######## block 1 ########
==> block_1/met1.png <==
(1.5 px per um)
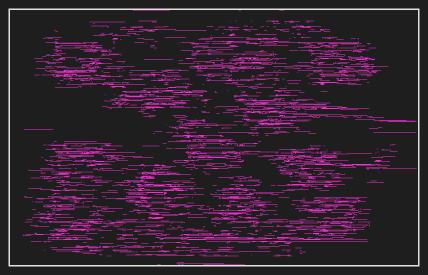
==> block_1/final_congestion.png <==
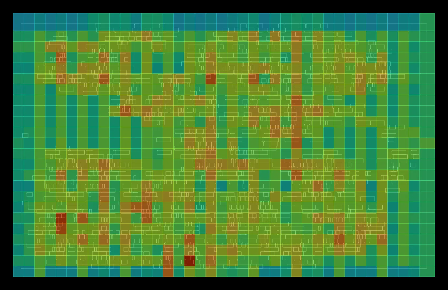
==> block_1/zoom.png <==
Region (56, 115) to (81, 140) um. Cells in gray, sequential cells in the stronger gray; small squares are vias.
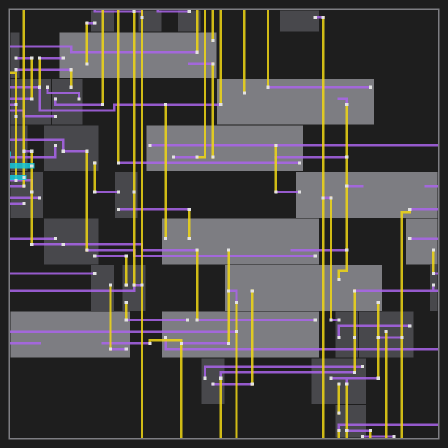
[config.mk]
export PLATFORM = sky130hd
export DESIGN_NAME = switch_debouncer
export DESIGN_NICKNAME = d
export VERILOG_FILES = /design/src/rtl/switch_debouncer.sv
export SDC_FILE = /design/constraint.sdc
export NUM_CORES = 1
export LEC_CHECK = 0
export CELL_PAD_IN_SITES_DETAIL_PLACEMENT = 0
export CELL_PAD_IN_SITES_GLOBAL_PLACEMENT = 2
export CORE_AREA = 5 5 267 165
export CTS_CLUSTER_SIZE = 8
export DETAILED_ROUTE_END_ITERATION = 8
export DIE_AREA = 0 0 272 170
export GPL_TIMING_DRIVEN = 0
export PLACE_DENSITY = 0.68
export SLEW_MARGIN = 15
export SYNTH_ARGS = -nofsm -noshare
export SYNTH_HDL_FRONTEND = slang
export SYNTH_SLANG_ARGS = --single-unit
[constraint.sdc]
create_clock -name clk -period 11.5 [get_ports clk]
set_clock_uncertainty 0.15 [all_clocks]
set_input_delay 2.3 -clock clk [delete_from_list [all_inputs] [get_ports clk]]
set_output_delay 2.3 -clock clk [all_outputs]
set_load 0.005 [all_outputs]
[src/rtl/switch_debouncer.sv]
// switch_debouncer
// Input conditioner for the board's slide switches and pushbuttons. Every raw
// pin is brought into the clk domain through a two-flop synchroniser. A
// per-channel stability counter then accepts a new level only after it has
// been held long enough. The block provides clean levels, one-cycle rise and
// fall pulses, and sticky event flags that can be cleared by mask.
module switch_debouncer #(
  parameter int WIDTH           = 12,
  parameter int DEBOUNCE_CYCLES = 50000,
  parameter int CNT_W           = $clog2(DEBOUNCE_CYCLES + 1)
) (
  input  logic             clk,
  input  logic             reset,
  input  logic [WIDTH-1:0] raw_in,
  output logic [WIDTH-1:0] stable_out,
  output logic [WIDTH-1:0] rise_pulse,
  output logic [WIDTH-1:0] fall_pulse,
  output logic [WIDTH-1:0] event_flags,
  input  logic             clear_req,
  input  logic [WIDTH-1:0] clear_mask,
  output logic             any_event
);

  // The last count value. On the next mismatching edge the new level is accepted.
  localparam logic [CNT_W-1:0] CNT_MAX = CNT_W'(DEBOUNCE_CYCLES - 1);
  localparam logic [CNT_W-1:0] CNT_ONE = CNT_W'(1);

  // Synchroniser stages. These are kept as plain flop-to-flop paths.
  logic [WIDTH-1:0] s1_reg;
  logic [WIDTH-1:0] s2_reg;

  // Debounced state and the registered outputs.
  logic [WIDTH-1:0] stable_reg;
  logic [WIDTH-1:0] stable_next;
  logic [WIDTH-1:0] rise_reg;
  logic [WIDTH-1:0] rise_next;
  logic [WIDTH-1:0] fall_reg;
  logic [WIDTH-1:0] fall_next;
  logic [WIDTH-1:0] flags_reg;
  logic [WIDTH-1:0] flags_next;

  // A bit is high on the edge where its channel commits a new level.
  logic [WIDTH-1:0] accept_vec;

  // Two-stage synchroniser for the asynchronous pins.
  always_ff @(posedge clk or posedge reset) begin
    if (reset) begin
      s1_reg <= '0;
      s2_reg <= '0;
    end else begin
      s1_reg <= raw_in;
      s2_reg <= s1_reg;
    end
  end

  genvar gi;
  generate
    for (gi = 0; gi < WIDTH; gi++) begin : g_chan
      logic [CNT_W-1:0] cnt_reg;
      logic [CNT_W-1:0] cnt_next;
      logic             level_next;
      logic             accept;

      // Stability counter. Any edge where the synchronised input matches the
      // accepted level aborts a pending change. A full run of mismatches
      // commits the new level, and the counter restarts from zero.
      always_comb begin
        cnt_next   = '0;
        level_next = stable_reg[gi];
        accept     = 1'b0;
        if (s2_reg[gi] != stable_reg[gi]) begin
          if (cnt_reg == CNT_MAX) begin
            level_next = s2_reg[gi];
            accept     = 1'b1;
          end else begin
            cnt_next = cnt_reg + CNT_ONE;
          end
        end
      end

      // Per-channel counter register. A reset discards any partial count.
      always_ff @(posedge clk or posedge reset) begin
        if (reset) begin
          cnt_reg <= '0;
        end else begin
          cnt_reg <= cnt_next;
        end
      end

      assign accept_vec[gi]  = accept;
      assign stable_next[gi] = level_next;
    end
  endgenerate

  // Pulse and flag next-state logic. When a set and a clear hit the same bit
  // on one edge, the set wins, so an event is never lost.
  always_comb begin
    rise_next  = accept_vec & stable_next;
    fall_next  = accept_vec & ~stable_next;
    flags_next = (flags_reg & ~({WIDTH{clear_req}} & clear_mask)) | accept_vec;
  end

  // Registered debounced level, edge pulses and sticky event flags.
  always_ff @(posedge clk or posedge reset) begin
    if (reset) begin
      stable_reg <= '0;
      rise_reg   <= '0;
      fall_reg   <= '0;
      flags_reg  <= '0;
    end else begin
      stable_reg <= stable_next;
      rise_reg   <= rise_next;
      fall_reg   <= fall_next;
      flags_reg  <= flags_next;
    end
  end

  assign stable_out  = stable_reg;
  assign rise_pulse  = rise_reg;
  assign fall_pulse  = fall_reg;
  assign event_flags = flags_reg;
  assign any_event   = |flags_reg;

endmodule

==> results.sh <==
# flow metrics
export IMPL_status="complete, no violations"
export IMPL_min_to="s2_reg[2]$_DFF_PP0_"
export IMPL_ys_sh_mux_pct=1.14
export IMPL_power_leader="the clock network"
export IMPL_worst_path_max_fanout=3
export IMPL_synthAoiAreaFrac_pct=1.48
export IMPL_vdd_ir_drop_worst_mv=0.0801
export IMPL_p_switching_mw=0.445
export IMPL_path_delay_family="simple AND/OR/NAND/NOR gates"
export IMPL_most_common_cell="dfrtp_1"
export IMPL_dr_max_layer_used="met4"
export IMPL_combPwrFrac_pct=3.2
export IMPL_clockNetworkAreaShare_pct=6.89
export IMPL_largest_reg_flops=192
export IMPL_hold_buffers=0
export IMPL_cts_num_sinks=264
export IMPL_fp_nets=1165
export IMPL_setup_tns_ns=0
export IMPL_comb_cells=815
export IMPL_yosys_cells=1126
export IMPL_p_clk_mw=0.981
export IMPL_fp_dieW_um=272
export IMPL_fp_utilization_pct=28.6
export IMPL_synthCells=1126
export IMPL_area_dominant_class="sequential cells"
export IMPL_drtIter0Drc=469
export IMPL_synth_area_per_cell_um2=10.5
export IMPL_final_setup_viol_count=0
export IMPL_tightestPinTransition_ns=0.764
export IMPL_io_pins=76
export IMPL_start_kind="flop"
export IMPL_m1WireLength_mm=14.6
export IMPL_powerComb_mw=0.0652
export IMPL_die_area_mm2=0.0462
export IMPL_post_cts_setup_buffers=0
export IMPL_ant_nets=0
export IMPL_hold_violations=0
export IMPL_rsz0062_at_grt="no"
export IMPL_nFillCells=4125
export IMPL_lay_top_count="dfrtp_1"
export IMPL_ff_type="dfrtp_1"
export IMPL_firstDrtPassIters=5
export IMPL_crit_path_end_kind="output pin"
export IMPL_sh_seq_area_pct=46.3
export IMPL_synth_area_top_cells="dfrtp_1 56%, xnor2_1 10%, nor2_1 6.8%"
export IMPL_reg2reg_from="g_chan[7].cnt_reg[0]$_DFF_PP0_"
export IMPL_powerDensity_mw_per_mm2=140
export IMPL_logic_family="simple AND/OR/NAND/NOR gates"
export IMPL_min_from="s1_reg[2]$_DFF_PP0_"
export IMPL_ff_count=264
export IMPL_switching_share_pct=22.2
export IMPL_post_cts_resized=0
export IMPL_cts_max_path_buffers=3
export IMPL_cts_inserted_buffers=38
Notes on block_1/met1.png above:
share of all routed wire	54%
main direction	horizontal
longest straight run	108 um
nets with wire on the layer	1219

Notes on block_1/final_congestion.png above:
met1 usage: 18.5%
GR peak layer: met1
wire length per cell: 15.1 um

Notes on block_1/zoom.png above:
color	layer
cyan	met3
yellow	met2
purple	met1
sequential cells in the window	8
most frequent	dfrtp_1 (8), xnor2_1 (4), nor2_1 (4)
cells with their middle in the window	21
netlist names of flops here include	`g_chan.cnt_reg` (7), `stable_out` (1)

-- layer usage --
layer | GRT usage [%] | up-vias
met3 | 2.62 | 39
met2 | 16.4 | 111
met4 | 3.08 | 0
met1 | 18.5 | 3947
met5 | 0 | -
li1 | - | 4120
-- metrics by stage --
step	total power, mW	instances	instance area (um^2)
2_1_floorplan	1.01	1126	11800
3_3_place_gp	1.04	1741	13200
3_5_place_dp	1.04	1743	13300
4_1_cts	2.05	1783	14300
5_1_grt	2.10	1783	14300
6_report	2.01	1783	14300

######## block 2 ########
--- src/rtl/uart_pkg.sv ---
// Shared UART definitions.
// Holds the transmit sequencer state type and the line idle level. The receive
// block will import the same package.
package uart_pkg;

  // Transmit sequencer states
  typedef enum logic [2:0] {
    IDLE,
    FETCH,
    LOAD,
    START,
    DATA,
    PARITY,
    STOP
  } tx_state_e;

  // Level of the serial line between frames and during stop bits
  localparam logic IDLE_LEVEL = 1'b1;

endpackage

--- src/rtl/uart_baud_cnt.sv ---
// Bit-period down-counter for the UART transmitter.
// Ports:
//   clk      in  system clock
//   rst_n    in  asynchronous active-low reset
//   load     in  reload strobe, asserted on entry to every bit
//   load_val in  value to reload (bit period minus one)
//   bit_end  out high in the last cycle of the current bit period
// After a load the counter holds load_val and then decrements once per clock.
// bit_end is high while it holds zero, so a bit lasts load_val+1 cycles.
// Issuing load in the bit_end cycle starts the next bit without any gap.
module uart_baud_cnt #(
  parameter int unsigned DIV_WIDTH = 16
) (
  input  logic                 clk,
  input  logic                 rst_n,
  input  logic                 load,
  input  logic [DIV_WIDTH-1:0] load_val,
  output logic                 bit_end
);

  logic [DIV_WIDTH-1:0] cnt_q, cnt_d;

  always_comb begin
    cnt_d = cnt_q;
    if (load) begin
      cnt_d = load_val;
    end else if (cnt_q != '0) begin
      cnt_d = cnt_q - 1'b1;
    end
  end

  always_ff @(posedge clk or negedge rst_n) begin
    if (!rst_n) begin
      cnt_q <= '0;
    end else begin
      cnt_q <= cnt_d;
    end
  end

  assign bit_end = (cnt_q == '0);

endmodule

--- src/rtl/uart_tx_ctrl.sv ---
// UART transmit sequencer.
// Pops bytes from the TX FIFO and serialises them onto txd as frames made of a
// start bit, data bits (LSB first), an optional parity bit and one or two stop
// bits.
// Ports:
//   clk, rst_n    clock, asynchronous active-low reset
//   tx_en         allows new frames to start (level)
//   baud_div      bit period is baud_div+1 clocks
//   parity_en     append a parity bit
//   parity_odd    1: odd parity, 0: even parity
//   stop2         two stop bits instead of one
//   fifo_empty    TX FIFO empty flag
//   fifo_rd_data  TX FIFO read data, valid the cycle after fifo_rd_en
//   fifo_rd_en    TX FIFO pop strobe
//   txd           serial output, registered, idle high
//   busy          high whenever a frame is being fetched or sent
//   frame_done    pulse in the last cycle of the final stop bit
module uart_tx_ctrl
  import uart_pkg::*;
#(
  parameter int unsigned DATA_WIDTH = 8,
  parameter int unsigned DIV_WIDTH  = 16
) (
  input  logic                  clk,
  input  logic                  rst_n,
  input  logic                  tx_en,
  input  logic [DIV_WIDTH-1:0]  baud_div,
  input  logic                  parity_en,
  input  logic                  parity_odd,
  input  logic                  stop2,
  input  logic                  fifo_empty,
  input  logic [DATA_WIDTH-1:0] fifo_rd_data,
  output logic                  fifo_rd_en,
  output logic                  txd,
  output logic                  busy,
  output logic                  frame_done
);

  localparam int unsigned IdxW = (DATA_WIDTH > 1) ? $clog2(DATA_WIDTH) : 1;
  localparam logic [IdxW-1:0] LastIdx = IdxW'(DATA_WIDTH - 1);

  tx_state_e state_q, state_d;

  logic [DATA_WIDTH-1:0] shift_q, shift_d;
  logic [IdxW-1:0]       bit_idx_q, bit_idx_d;
  logic                  stop_cnt_q, stop_cnt_d;
  logic [DIV_WIDTH-1:0]  div_q, div_d;
  logic                  par_en_q, par_en_d;
  logic                  par_bit_q, par_bit_d;
  logic                  stop2_q, stop2_d;
  logic                  txd_q, txd_d;

  logic                  cnt_load;
  logic [DIV_WIDTH-1:0]  cnt_val;
  logic                  bit_end;

  uart_baud_cnt #(
    .DIV_WIDTH(DIV_WIDTH)
  ) u_baud_cnt (
    .clk      (clk),
    .rst_n    (rst_n),
    .load     (cnt_load),
    .load_val (cnt_val),
    .bit_end  (bit_end)
  );

  // Next-state logic
  always_comb begin
    state_d    = state_q;
    shift_d    = shift_q;
    bit_idx_d  = bit_idx_q;
    stop_cnt_d = stop_cnt_q;
    div_d      = div_q;
    par_en_d   = par_en_q;
    par_bit_d  = par_bit_q;
    stop2_d    = stop2_q;
    cnt_load   = 1'b0;
    cnt_val    = div_q;

    unique case (state_q)
      IDLE: begin
        if (tx_en && !fifo_empty) begin
          state_d = FETCH;
        end
      end

      FETCH: begin
        state_d = LOAD;
      end

      LOAD: begin
        // Frame configuration is frozen here for the whole frame.
        shift_d    = fifo_rd_data;
        div_d      = baud_div;
        par_en_d   = parity_en;
        stop2_d    = stop2;
        par_bit_d  = (^fifo_rd_data) ^ parity_odd;
        bit_idx_d  = '0;
        stop_cnt_d = 1'b0;
        // div_q is not yet updated, so the first bit uses the live input.
        cnt_load   = 1'b1;
        cnt_val    = baud_div;
        state_d    = START;
      end

      START: begin
        if (bit_end) begin
          cnt_load = 1'b1;
          state_d  = DATA;
        end
      end

      DATA: begin
        if (bit_end) begin
          cnt_load = 1'b1;
          shift_d  = shift_q >> 1;
          if (bit_idx_q == LastIdx) begin
            bit_idx_d = '0;
            state_d   = par_en_q ? PARITY : STOP;
          end else begin
            bit_idx_d = bit_idx_q + 1'b1;
          end
        end
      end

      PARITY: begin
        if (bit_end) begin
          cnt_load = 1'b1;
          state_d  = STOP;
        end
      end

      STOP: begin
        if (bit_end) begin
          if (stop2_q && !stop_cnt_q) begin
            cnt_load   = 1'b1;
            stop_cnt_d = 1'b1;
          end else begin
            stop_cnt_d = 1'b0;
            state_d    = (tx_en && !fifo_empty) ? FETCH : IDLE;
          end
        end
      end

      default: begin
        state_d = IDLE;
      end
    endcase
  end

  // Line level is derived from the next state so that txd_q changes exactly on
  // bit boundaries and is never combinationally decoded.
  always_comb begin
    txd_d = IDLE_LEVEL;
    unique case (state_d)
      START:   txd_d = 1'b0;
      DATA:    txd_d = shift_d[0];
      PARITY:  txd_d = par_bit_d;
      default: txd_d = IDLE_LEVEL;
    endcase
  end

  always_ff @(posedge clk or negedge rst_n) begin
    if (!rst_n) begin
      state_q    <= IDLE;
      shift_q    <= '0;
      bit_idx_q  <= '0;
      stop_cnt_q <= 1'b0;
      div_q      <= '0;
      par_en_q   <= 1'b0;
      par_bit_q  <= 1'b0;
      stop2_q    <= 1'b0;
      txd_q      <= IDLE_LEVEL;
    end else begin
      state_q    <= state_d;
      shift_q    <= shift_d;
      bit_idx_q  <= bit_idx_d;
      stop_cnt_q <= stop_cnt_d;
      div_q      <= div_d;
      par_en_q   <= par_en_d;
      par_bit_q  <= par_bit_d;
      stop2_q    <= stop2_d;
      txd_q      <= txd_d;
    end
  end

  assign txd        = txd_q;
  assign fifo_rd_en = (state_q == FETCH);
  assign busy       = (state_q != IDLE);
  assign frame_done = (state_q == STOP) && bit_end && (!stop2_q || stop_cnt_q);

endmodule

--- config.mk ---
export PLATFORM = sky130hd
export DESIGN_NAME = uart_tx_ctrl
export DESIGN_NICKNAME = d
export VERILOG_FILES = /design/src/rtl/uart_pkg.sv /design/src/rtl/uart_baud_cnt.sv /design/src/rtl/uart_tx_ctrl.sv
export SDC_FILE = /design/constraint.sdc
export NUM_CORES = 1
export LEC_CHECK = 0
export CAP_MARGIN = 25
export CORE_MARGIN = 4
export CORE_UTILIZATION = 45
export DETAILED_ROUTE_END_ITERATION = 6
export GPL_TIMING_DRIVEN = 0
export PLACE_DENSITY_LB_ADDON = 0.08
export REMOVE_ABC_BUFFERS = 1
export SYNTH_ARGS = -nofsm -noshare
export SYNTH_HDL_FRONTEND = slang
export SYNTH_SLANG_ARGS = --single-unit
export TNS_END_PERCENT = 1
--- constraint.sdc ---
create_clock -name clk -period 2.3 [get_ports clk]
set_input_delay 0.345 -clock clk [delete_from_list [all_inputs] [get_ports clk]]
set_output_delay 0.345 -clock clk [all_outputs]
set_load 0.02 [all_outputs]
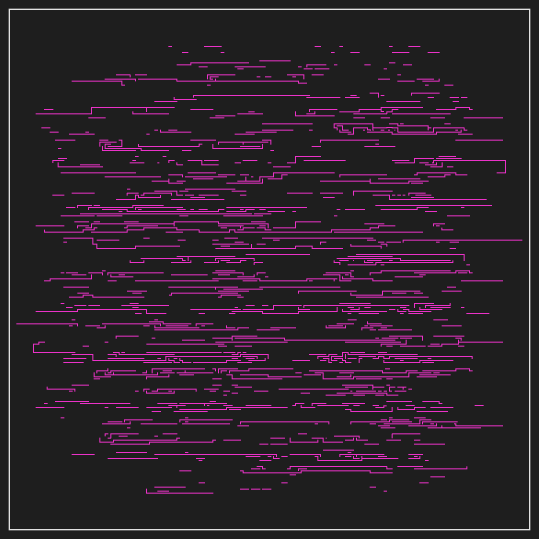
(block_2/met1.png)
(6 px per um)
main direction	horizontal
share of all routed wire	48%
wire length on this layer	3000 um
nets with wire on the layer	313

==> results.sh <==
# flow metrics
export IMPL_drv_slew=0
export IMPL_vdd_ir_drop_worst_mv=0.564
export IMPL_ys_types=59
export IMPL_setup_tns_ns=0
export IMPL_cp_arrival_ns=1.85
export IMPL_fin_hold_ws_ns=0.0529
export IMPL_fp_utilization_pct=46.5
export IMPL_fin_crit_ns=2.20
export IMPL_grt_busiest_layer="met2"
export IMPL_status="complete, no violations"
export IMPL_sh_seq_area_pct=38.1
export IMPL_path_clk_slew_ns=0.09
export IMPL_postSynthSeqShare_pct=46.1
export IMPL_place_ws_ns=-0.805
export IMPL_yosysWarnings=0
export IMPL_relSlewSlack_pct=55.8
export IMPL_synth_area_per_cell_um2=9.97
export IMPL_seqCellArea_mm2=0.00128
export IMPL_cts_inserted_buffers=5
export IMPL_fp_dieW_um=86.5
export IMPL_xor_area_share_pct=4.74
export IMPL_grt_usage_pct=18.6
export IMPL_wire_per_inst_um=16.2
export IMPL_lay_top_cells="48 x dfrtp_1, 47 x nand2_1, 32 x clkdlybuf4s50_1"
export IMPL_totalPowerFinal_mw=2.82
export IMPL_most_common_cell="dfrtp_1"
export IMPL_finalClockSkew_ns=0.00500
export IMPL_ys_ff=51
export IMPL_io_buffers=34
export IMPL_nWellTaps=75
export IMPL_viasPerCell=5.63
export IMPL_start_kind="flop"
export IMPL_worstSkewPairLatency_ns=0.31
export IMPL_final_setup_viol_count=0
export IMPL_hold_class="input pin to asynchronous set/reset pin"
export IMPL_final_core_util_pct=56.4
export IMPL_die_area_mm2=0.00748
export IMPL_grt_overflow_total=0
export IMPL_synthCells=278
-- sequential cells by signal (all words and copies together), names as in the netlist, 3 cells and up --
register	count
u_baud_cnt.cnt_q	16
state_q	3
shift_q	8
bit_idx_q	3
div_q	16
-- worst max-delay path: stages, from the launching register on --
cell	delay [ns]
dfrtp_1	0.49
inv_1	0.23
and3_1	0.22
clkdlybuf4s50_1	0.61
-- report_power, final --
group	switching (mW)	leakage (nW)	total (mW)	internal, mW
Combinational	0.389	0.746	0.843	0.453
Clock	0.310	0.0412	0.524	0.214
Sequential	0.265	0.621	1.45	1.18

######## block 3 ########
File: config.mk
export PLATFORM = sky130hd
export DESIGN_NAME = process_message_queue
export DESIGN_NICKNAME = d
export VERILOG_FILES = /design/src/rtl/bmcore_msgq_pkg.sv /design/src/rtl/msgq_fifo_ram.sv /design/src/rtl/process_message_queue.sv
export SDC_FILE = /design/constraint.sdc
export NUM_CORES = 1
export LEC_CHECK = 0
export CAP_MARGIN = 10
export CORE_MARGIN = 2
export CORE_UTILIZATION = 55
export CTS_BUF_LIST = sky130_fd_sc_hd__clkbuf_2
export CTS_CLUSTER_SIZE = 14
export DETAILED_ROUTE_END_ITERATION = 16
export PLACE_DENSITY = 0.76
export SYNTH_ARGS = -nofsm -noshare
export SYNTH_HDL_FRONTEND = slang
export SYNTH_SLANG_ARGS = --single-unit
File: constraint.sdc
create_clock -name single_clk -period 4.2 [get_ports single_clk]
set_input_delay 0.63 -clock single_clk [delete_from_list [all_inputs] [get_ports single_clk]]
set_output_delay 0.63 -clock single_clk [all_outputs]
set_load 0.01 [all_outputs]
File: src/rtl/bmcore_msgq_pkg.sv
// -----------------------------------------------------------------------------
// bmcore_msgq_pkg
// Shared types and constants for the inter-process message queue.
//   msg_t       : one queued message {src, dst, payload}
//   state_t     : receive FSM states (IDLE, WAIT, DELIVER)
//   BROADCAST_ID: all-ones process id
//   dst_matches : decides whether a head message may be consumed by a process.
// Optional feature macro: MSGQ_BROADCAST_EN -- when defined, a message whose
// dst is BROADCAST_ID matches any receiver; otherwise it matches only itself.
// -----------------------------------------------------------------------------
package bmcore_msgq_pkg;

  localparam int MSGQ_DATA_W = 32;
  localparam int MSGQ_PROC_W = 6;

  localparam logic [MSGQ_PROC_W-1:0] BROADCAST_ID = '1;

  typedef struct packed {
    logic [MSGQ_PROC_W-1:0] src;
    logic [MSGQ_PROC_W-1:0] dst;
    logic [MSGQ_DATA_W-1:0] payload;
  } msg_t;

  typedef enum logic [1:0] {
    IDLE    = 2'd0,
    WAIT    = 2'd1,
    DELIVER = 2'd2
  } state_t;

  function automatic logic dst_matches(input logic [MSGQ_PROC_W-1:0] dst,
                                       input logic [MSGQ_PROC_W-1:0] proc);
`ifdef MSGQ_BROADCAST_EN
    return (dst == proc) || (dst == BROADCAST_ID);
`else
    return (dst == proc);
`endif
  endfunction

endpackage

File: src/rtl/msgq_fifo_ram.sv
// -----------------------------------------------------------------------------
// msgq_fifo_ram
// DEPTH x msg_t message storage: synchronous write, asynchronous read so the
// head message is visible in the same cycle the read pointer points at it.
// Contents are not reset; validity is tracked by the owner's count.
// Ports:
//   i_clk   : clock
//   i_we    : write enable
//   i_waddr : write slot
//   i_wdata : message to store
//   i_raddr : read slot (head pointer)
//   o_rdata : message at i_raddr
// -----------------------------------------------------------------------------
module msgq_fifo_ram
  import bmcore_msgq_pkg::*;
#(
  parameter int DEPTH = 8,
  parameter int AW    = $clog2(DEPTH)
) (
  input  logic          i_clk,
  input  logic          i_we,
  input  logic [AW-1:0] i_waddr,
  input  msg_t          i_wdata,
  input  logic [AW-1:0] i_raddr,
  output msg_t          o_rdata
);

  msg_t r_mem [DEPTH];

  always_ff @(posedge i_clk) begin
    if (i_we) r_mem[i_waddr] <= i_wdata;
  end

  assign o_rdata = r_mem[i_raddr];

endmodule

File: src/rtl/process_message_queue.sv
// -----------------------------------------------------------------------------
// process_message_queue
// In-order inter-process mailbox. SEND enqueues {exec_proc, dst_proc,
// send_data}; RECEIVE delivers the head message to the executing process or
// stalls it until the head belongs to it. Strictly in-order: no search past a
// head that belongs to another process.
// Handshake: recv_valid is a one-cycle pulse with recv_data/recv_src; there is
// no back-pressure, the consumer must take the data in that cycle. recv_stall
// is high from the receive cycle (combinationally) until the DELIVER cycle.
// Optional feature macro: MSGQ_BROADCAST_EN (all-ones dst matches any receiver).
// Ports:
//   single_clk, rst          : clock, async active-high reset
//   send, receive            : control strobes
//   exec_proc, dst_proc      : executing process id, destination id for send
//   send_data                : payload for send
//   recv_data, recv_src      : delivered payload / sender id (valid with recv_valid)
//   recv_valid, recv_stall   : delivery pulse, core stall
//   full, empty, count       : occupancy (registered from next count, exact)
//   overflow                 : sticky, a send was dropped while full
//   dbg_state                : current receive FSM state
// DATA_W and PROC_W must equal the package widths used by msg_t.
// -----------------------------------------------------------------------------
module process_message_queue
  import bmcore_msgq_pkg::*;
#(
  parameter int DEPTH  = 8,
  parameter int DATA_W = MSGQ_DATA_W,
  parameter int PROC_W = MSGQ_PROC_W
) (
  input  logic                     single_clk,
  input  logic                     rst,
  input  logic                     send,
  input  logic                     receive,
  input  logic [PROC_W-1:0]        exec_proc,
  input  logic [PROC_W-1:0]        dst_proc,
  input  logic [DATA_W-1:0]        send_data,
  output logic [DATA_W-1:0]        recv_data,
  output logic [PROC_W-1:0]        recv_src,
  output logic                     recv_valid,
  output logic                     recv_stall,
  output logic                     full,
  output logic                     empty,
  output logic [$clog2(DEPTH):0]   count,
  output logic                     overflow,
  output state_t                   dbg_state
);

  localparam int AW = $clog2(DEPTH);
  localparam int CW = AW + 1;

  logic [AW-1:0]     r_wr_ptr;
  logic [AW-1:0]     r_rd_ptr;
  logic [CW-1:0]     r_count;
  logic              r_full;
  logic              r_empty;
  logic              r_overflow;
  state_t            r_state;
  logic [PROC_W-1:0] r_req_proc;
  logic [DATA_W-1:0] r_recv_data;
  logic [PROC_W-1:0] r_recv_src;
  logic              r_recv_valid;

  msg_t              w_wr_msg;
  msg_t              w_head;
  logic              w_do_write;
  logic              w_do_read;
  logic [CW-1:0]     w_next_count;
  logic              w_head_for_exec;
  logic              w_head_for_req;

  assign w_wr_msg.src     = exec_proc;
  assign w_wr_msg.dst     = dst_proc;
  assign w_wr_msg.payload = send_data;

  // A send while full is dropped even if DELIVER frees a slot this same cycle.
  assign w_do_write = send && !r_full;
  // The head leaves the queue at the end of the DELIVER cycle.
  assign w_do_read  = (r_state == DELIVER) && !r_empty;

  assign w_head_for_exec = !r_empty && dst_matches(w_head.dst, exec_proc);
  assign w_head_for_req  = !r_empty && dst_matches(w_head.dst, r_req_proc);

  always_comb begin
    w_next_count = r_count;
    case ({w_do_write, w_do_read})
      2'b10:   w_next_count = r_count + CW'(1);
      2'b01:   w_next_count = r_count - CW'(1);
      default: w_next_count = r_count;
    endcase
  end

  msgq_fifo_ram #(.DEPTH(DEPTH)) u_ram (
    .i_clk   (single_clk),
    .i_we    (w_do_write),
    .i_waddr (r_wr_ptr),
    .i_wdata (w_wr_msg),
    .i_raddr (r_rd_ptr),
    .o_rdata (w_head)
  );

  // Pointers and flags; pointers wrap naturally because DEPTH is a power of two.
  always_ff @(posedge single_clk or posedge rst) begin
    if (rst) begin
      r_wr_ptr   <= '0;
      r_rd_ptr   <= '0;
      r_count    <= '0;
      r_full     <= 1'b0;
      r_empty    <= 1'b1;
      r_overflow <= 1'b0;
    end else begin
      if (w_do_write)      r_wr_ptr   <= r_wr_ptr + AW'(1);
      if (w_do_read)       r_rd_ptr   <= r_rd_ptr + AW'(1);
      if (send && r_full)  r_overflow <= 1'b1;
      r_count <= w_next_count;
      r_full  <= (w_next_count == CW'(DEPTH));
      r_empty <= (w_next_count == '0);
    end
  end

  // Receive FSM. recv_valid/data/src are loaded on the edge that enters
  // DELIVER so they are valid for exactly the DELIVER cycle.
  always_ff @(posedge single_clk or posedge rst) begin
    if (rst) begin
      r_state      <= IDLE;
      r_req_proc   <= '0;
      r_recv_data  <= '0;
      r_recv_src   <= '0;
      r_recv_valid <= 1'b0;
    end else begin
      r_recv_valid <= 1'b0;
      case (r_state)
        IDLE: begin
          if (receive) begin
            r_req_proc <= exec_proc;
            if (w_head_for_exec) begin
              r_state      <= DELIVER;
              r_recv_valid <= 1'b1;
              r_recv_data  <= w_head.payload;
              r_recv_src   <= w_head.src;
            end else begin
              r_state <= WAIT;
            end
          end
        end
        WAIT: begin
          if (w_head_for_req) begin
            r_state      <= DELIVER;
            r_recv_valid <= 1'b1;
            r_recv_data  <= w_head.payload;
            r_recv_src   <= w_head.src;
          end
        end
        DELIVER: r_state <= IDLE;
        default: r_state <= IDLE;
      endcase
    end
  end

  // Stall must reach the core in the same cycle as an unsatisfiable receive.
  assign recv_stall = (r_state == WAIT) ||
                      ((r_state == IDLE) && receive && !w_head_for_exec);

  assign recv_data  = r_recv_data;
  assign recv_src   = r_recv_src;
  assign recv_valid = r_recv_valid;
  assign full       = r_full;
  assign empty      = r_empty;
  assign count      = r_count;
  assign overflow   = r_overflow;
  assign dbg_state  = r_state;

endmodule

==> results.sh <==
# flow metrics
export IMPL_regMostFlops="u_ram.r_mem"
export IMPL_lay_top_cells="352 x edfxtp_1, 152 x clkbuf_2, 95 x clkdlybuf4s50_1"
export IMPL_synth_area_top_cells="edfxtp_1 66%, mux4_2 11%, dfrtp_1 9.2%"
export IMPL_r2r_cells=9
export IMPL_synthArstFlopShare_pct=14.6
export IMPL_switching_share_pct=28.9
export IMPL_crit_buf_inv=2
export IMPL_hold_violations=0
export IMPL_power_leader="registers"
export IMPL_status="complete, no violations"
export IMPL_num_vias=7844
export IMPL_final_area_mm2=0.0186
export IMPL_buffers_excl_clock=130
export IMPL_worst_path_max_fanout=8
export IMPL_cp_common_cell="nand2_1"
export IMPL_synthCells=723
export IMPL_rows=62
export IMPL_antenna_found_initial=3
export IMPL_wl_mm=31.7
export IMPL_lay_top_count="edfxtp_1"
export IMPL_drv_cap=0
export IMPL_area_dominant_class="sequential cells"
export IMPL_wire_per_inst_um=22.8
export IMPL_inverters=5
export IMPL_core_region_area_mm2=0.0286
export IMPL_drive_gt1_share_pct=37.5
export IMPL_synth_area_mm2=0.0160
export IMPL_relSlewSlack_pct=44.7
export IMPL_top_cell_area_share_pct=66.1
export IMPL_hold_buffers=0
export IMPL_powerDensity_mw_per_mm2=594
export IMPL_cp_depth=8
export IMPL_common_cells="352 x edfxtp_1, 80 x mux4_2, 59 x dfrtp_1"
export IMPL_largest_reg_flops=352
export IMPL_final_setup_viol_count=0
export IMPL_gp_congestion=0.712
export IMPL_fin_crit_ns=3.77
export IMPL_ff_count=412
export IMPL_yosysTopAreaCell="edfxtp_1"
export IMPL_firstDrtPassIters=5
export IMPL_use_met3_pct=5.16
export IMPL_path_delay_family="multiplexers"
export IMPL_rsz0062_at_grt="no"
export IMPL_setup_ws_ns=0.426
export IMPL_final_core_util_pct=65.1
export IMPL_clkbuf_count=152
export IMPL_io_buffers=96
export IMPL_logic_area_mm2=0.00378
export IMPL_fmax_mhz=265
export IMPL_hold_class="input pin to asynchronous set/reset pin"
export IMPL_fp_utilization_pct=55.8
export IMPL_cts_num_sinks=412
export IMPL_reg2reg_from="r_rd_ptr[2]$_DFFE_PP0P_"
export IMPL_finalClockSkew_ns=0.0606
export IMPL_first_global_vias=8490
export IMPL_max_stage_delay_ns=0.57
export IMPL_io_pins=97
export IMPL_setup_worst_path_start="r_rd_ptr[2]$_DFFE_PP0P_"
export IMPL_crit_end="recv_stall"
export IMPL_ant_nets=0
export IMPL_placed_cells_incl_taps=1197
export IMPL_area_growth_pct=16.6
export IMPL_cts_max_path_buffers=3
export IMPL_tightestPinTransition_ns=0.830
export IMPL_sh_seq_area_pct=64.9
export IMPL_viasPerCell=5.64
export IMPL_clockNetworkAreaShare_pct=5.06
cells by family (layout without fill, tap and decap cells):
| logic type | count (synthesis) | count (layout) |
|---|---|---|
| simple gates | 52 | 52 |
| compound gates | 12 | 12 |
| buf+inv | 36 | 319 |
| mux | 188 | 188 |
| other cells | 0 | 1 |
| fa+ha+maj | 4 | 4 |
| xor+xnor | 19 | 19 |
| flops | 412 | 412 |
routing by layer:
| layer | wire [um] | share of wire [%] |
|---|---|---|
| met5 | 27 | 0.085 |
| met2 | 15800 | 50 |
| met1 | 13200 | 42 |
| met3 | 2190 | 6.9 |
| met4 | 447 | 1.4 |
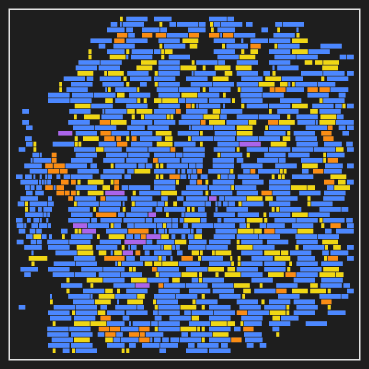
(block_3/drive_strength.png)
(2 px per um)
color	size	cells	share
orange	drive 3 to 4	77	7.7%
blue	drive 1 or less	629	63%
yellow	drive 2	289	29%
purple	drive 6 and up	11	1.1%

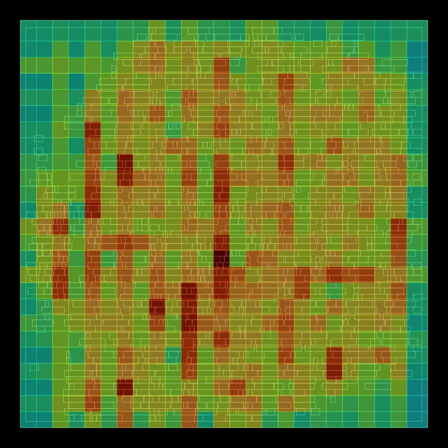
(block_3/final_congestion.png)
Total GRT Usage: 21.4%
met2 Track Usage GR: 34.9%



==> notes/layouts.md <==
Pictures saved along the way, in no particular order.

Placed cells, one color a class.
image #1
(1.5 px per um)
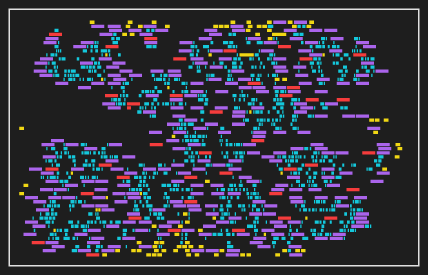
image #2
(2 px per um)
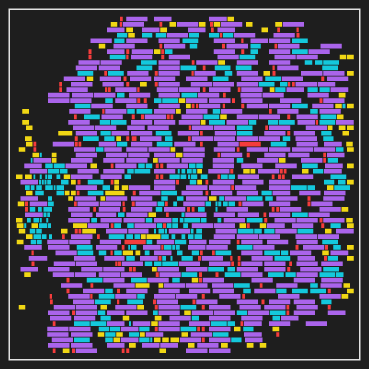
image #3
(4 px per um)
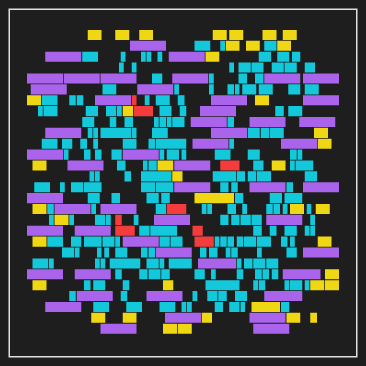
Block 2 is image #3.
Block 1 is image #1.
Block 3 is image #2.
The one with the most sequential cells is image #2.

Power figures rest on the tool's default switching activity, not on a simulated workload.
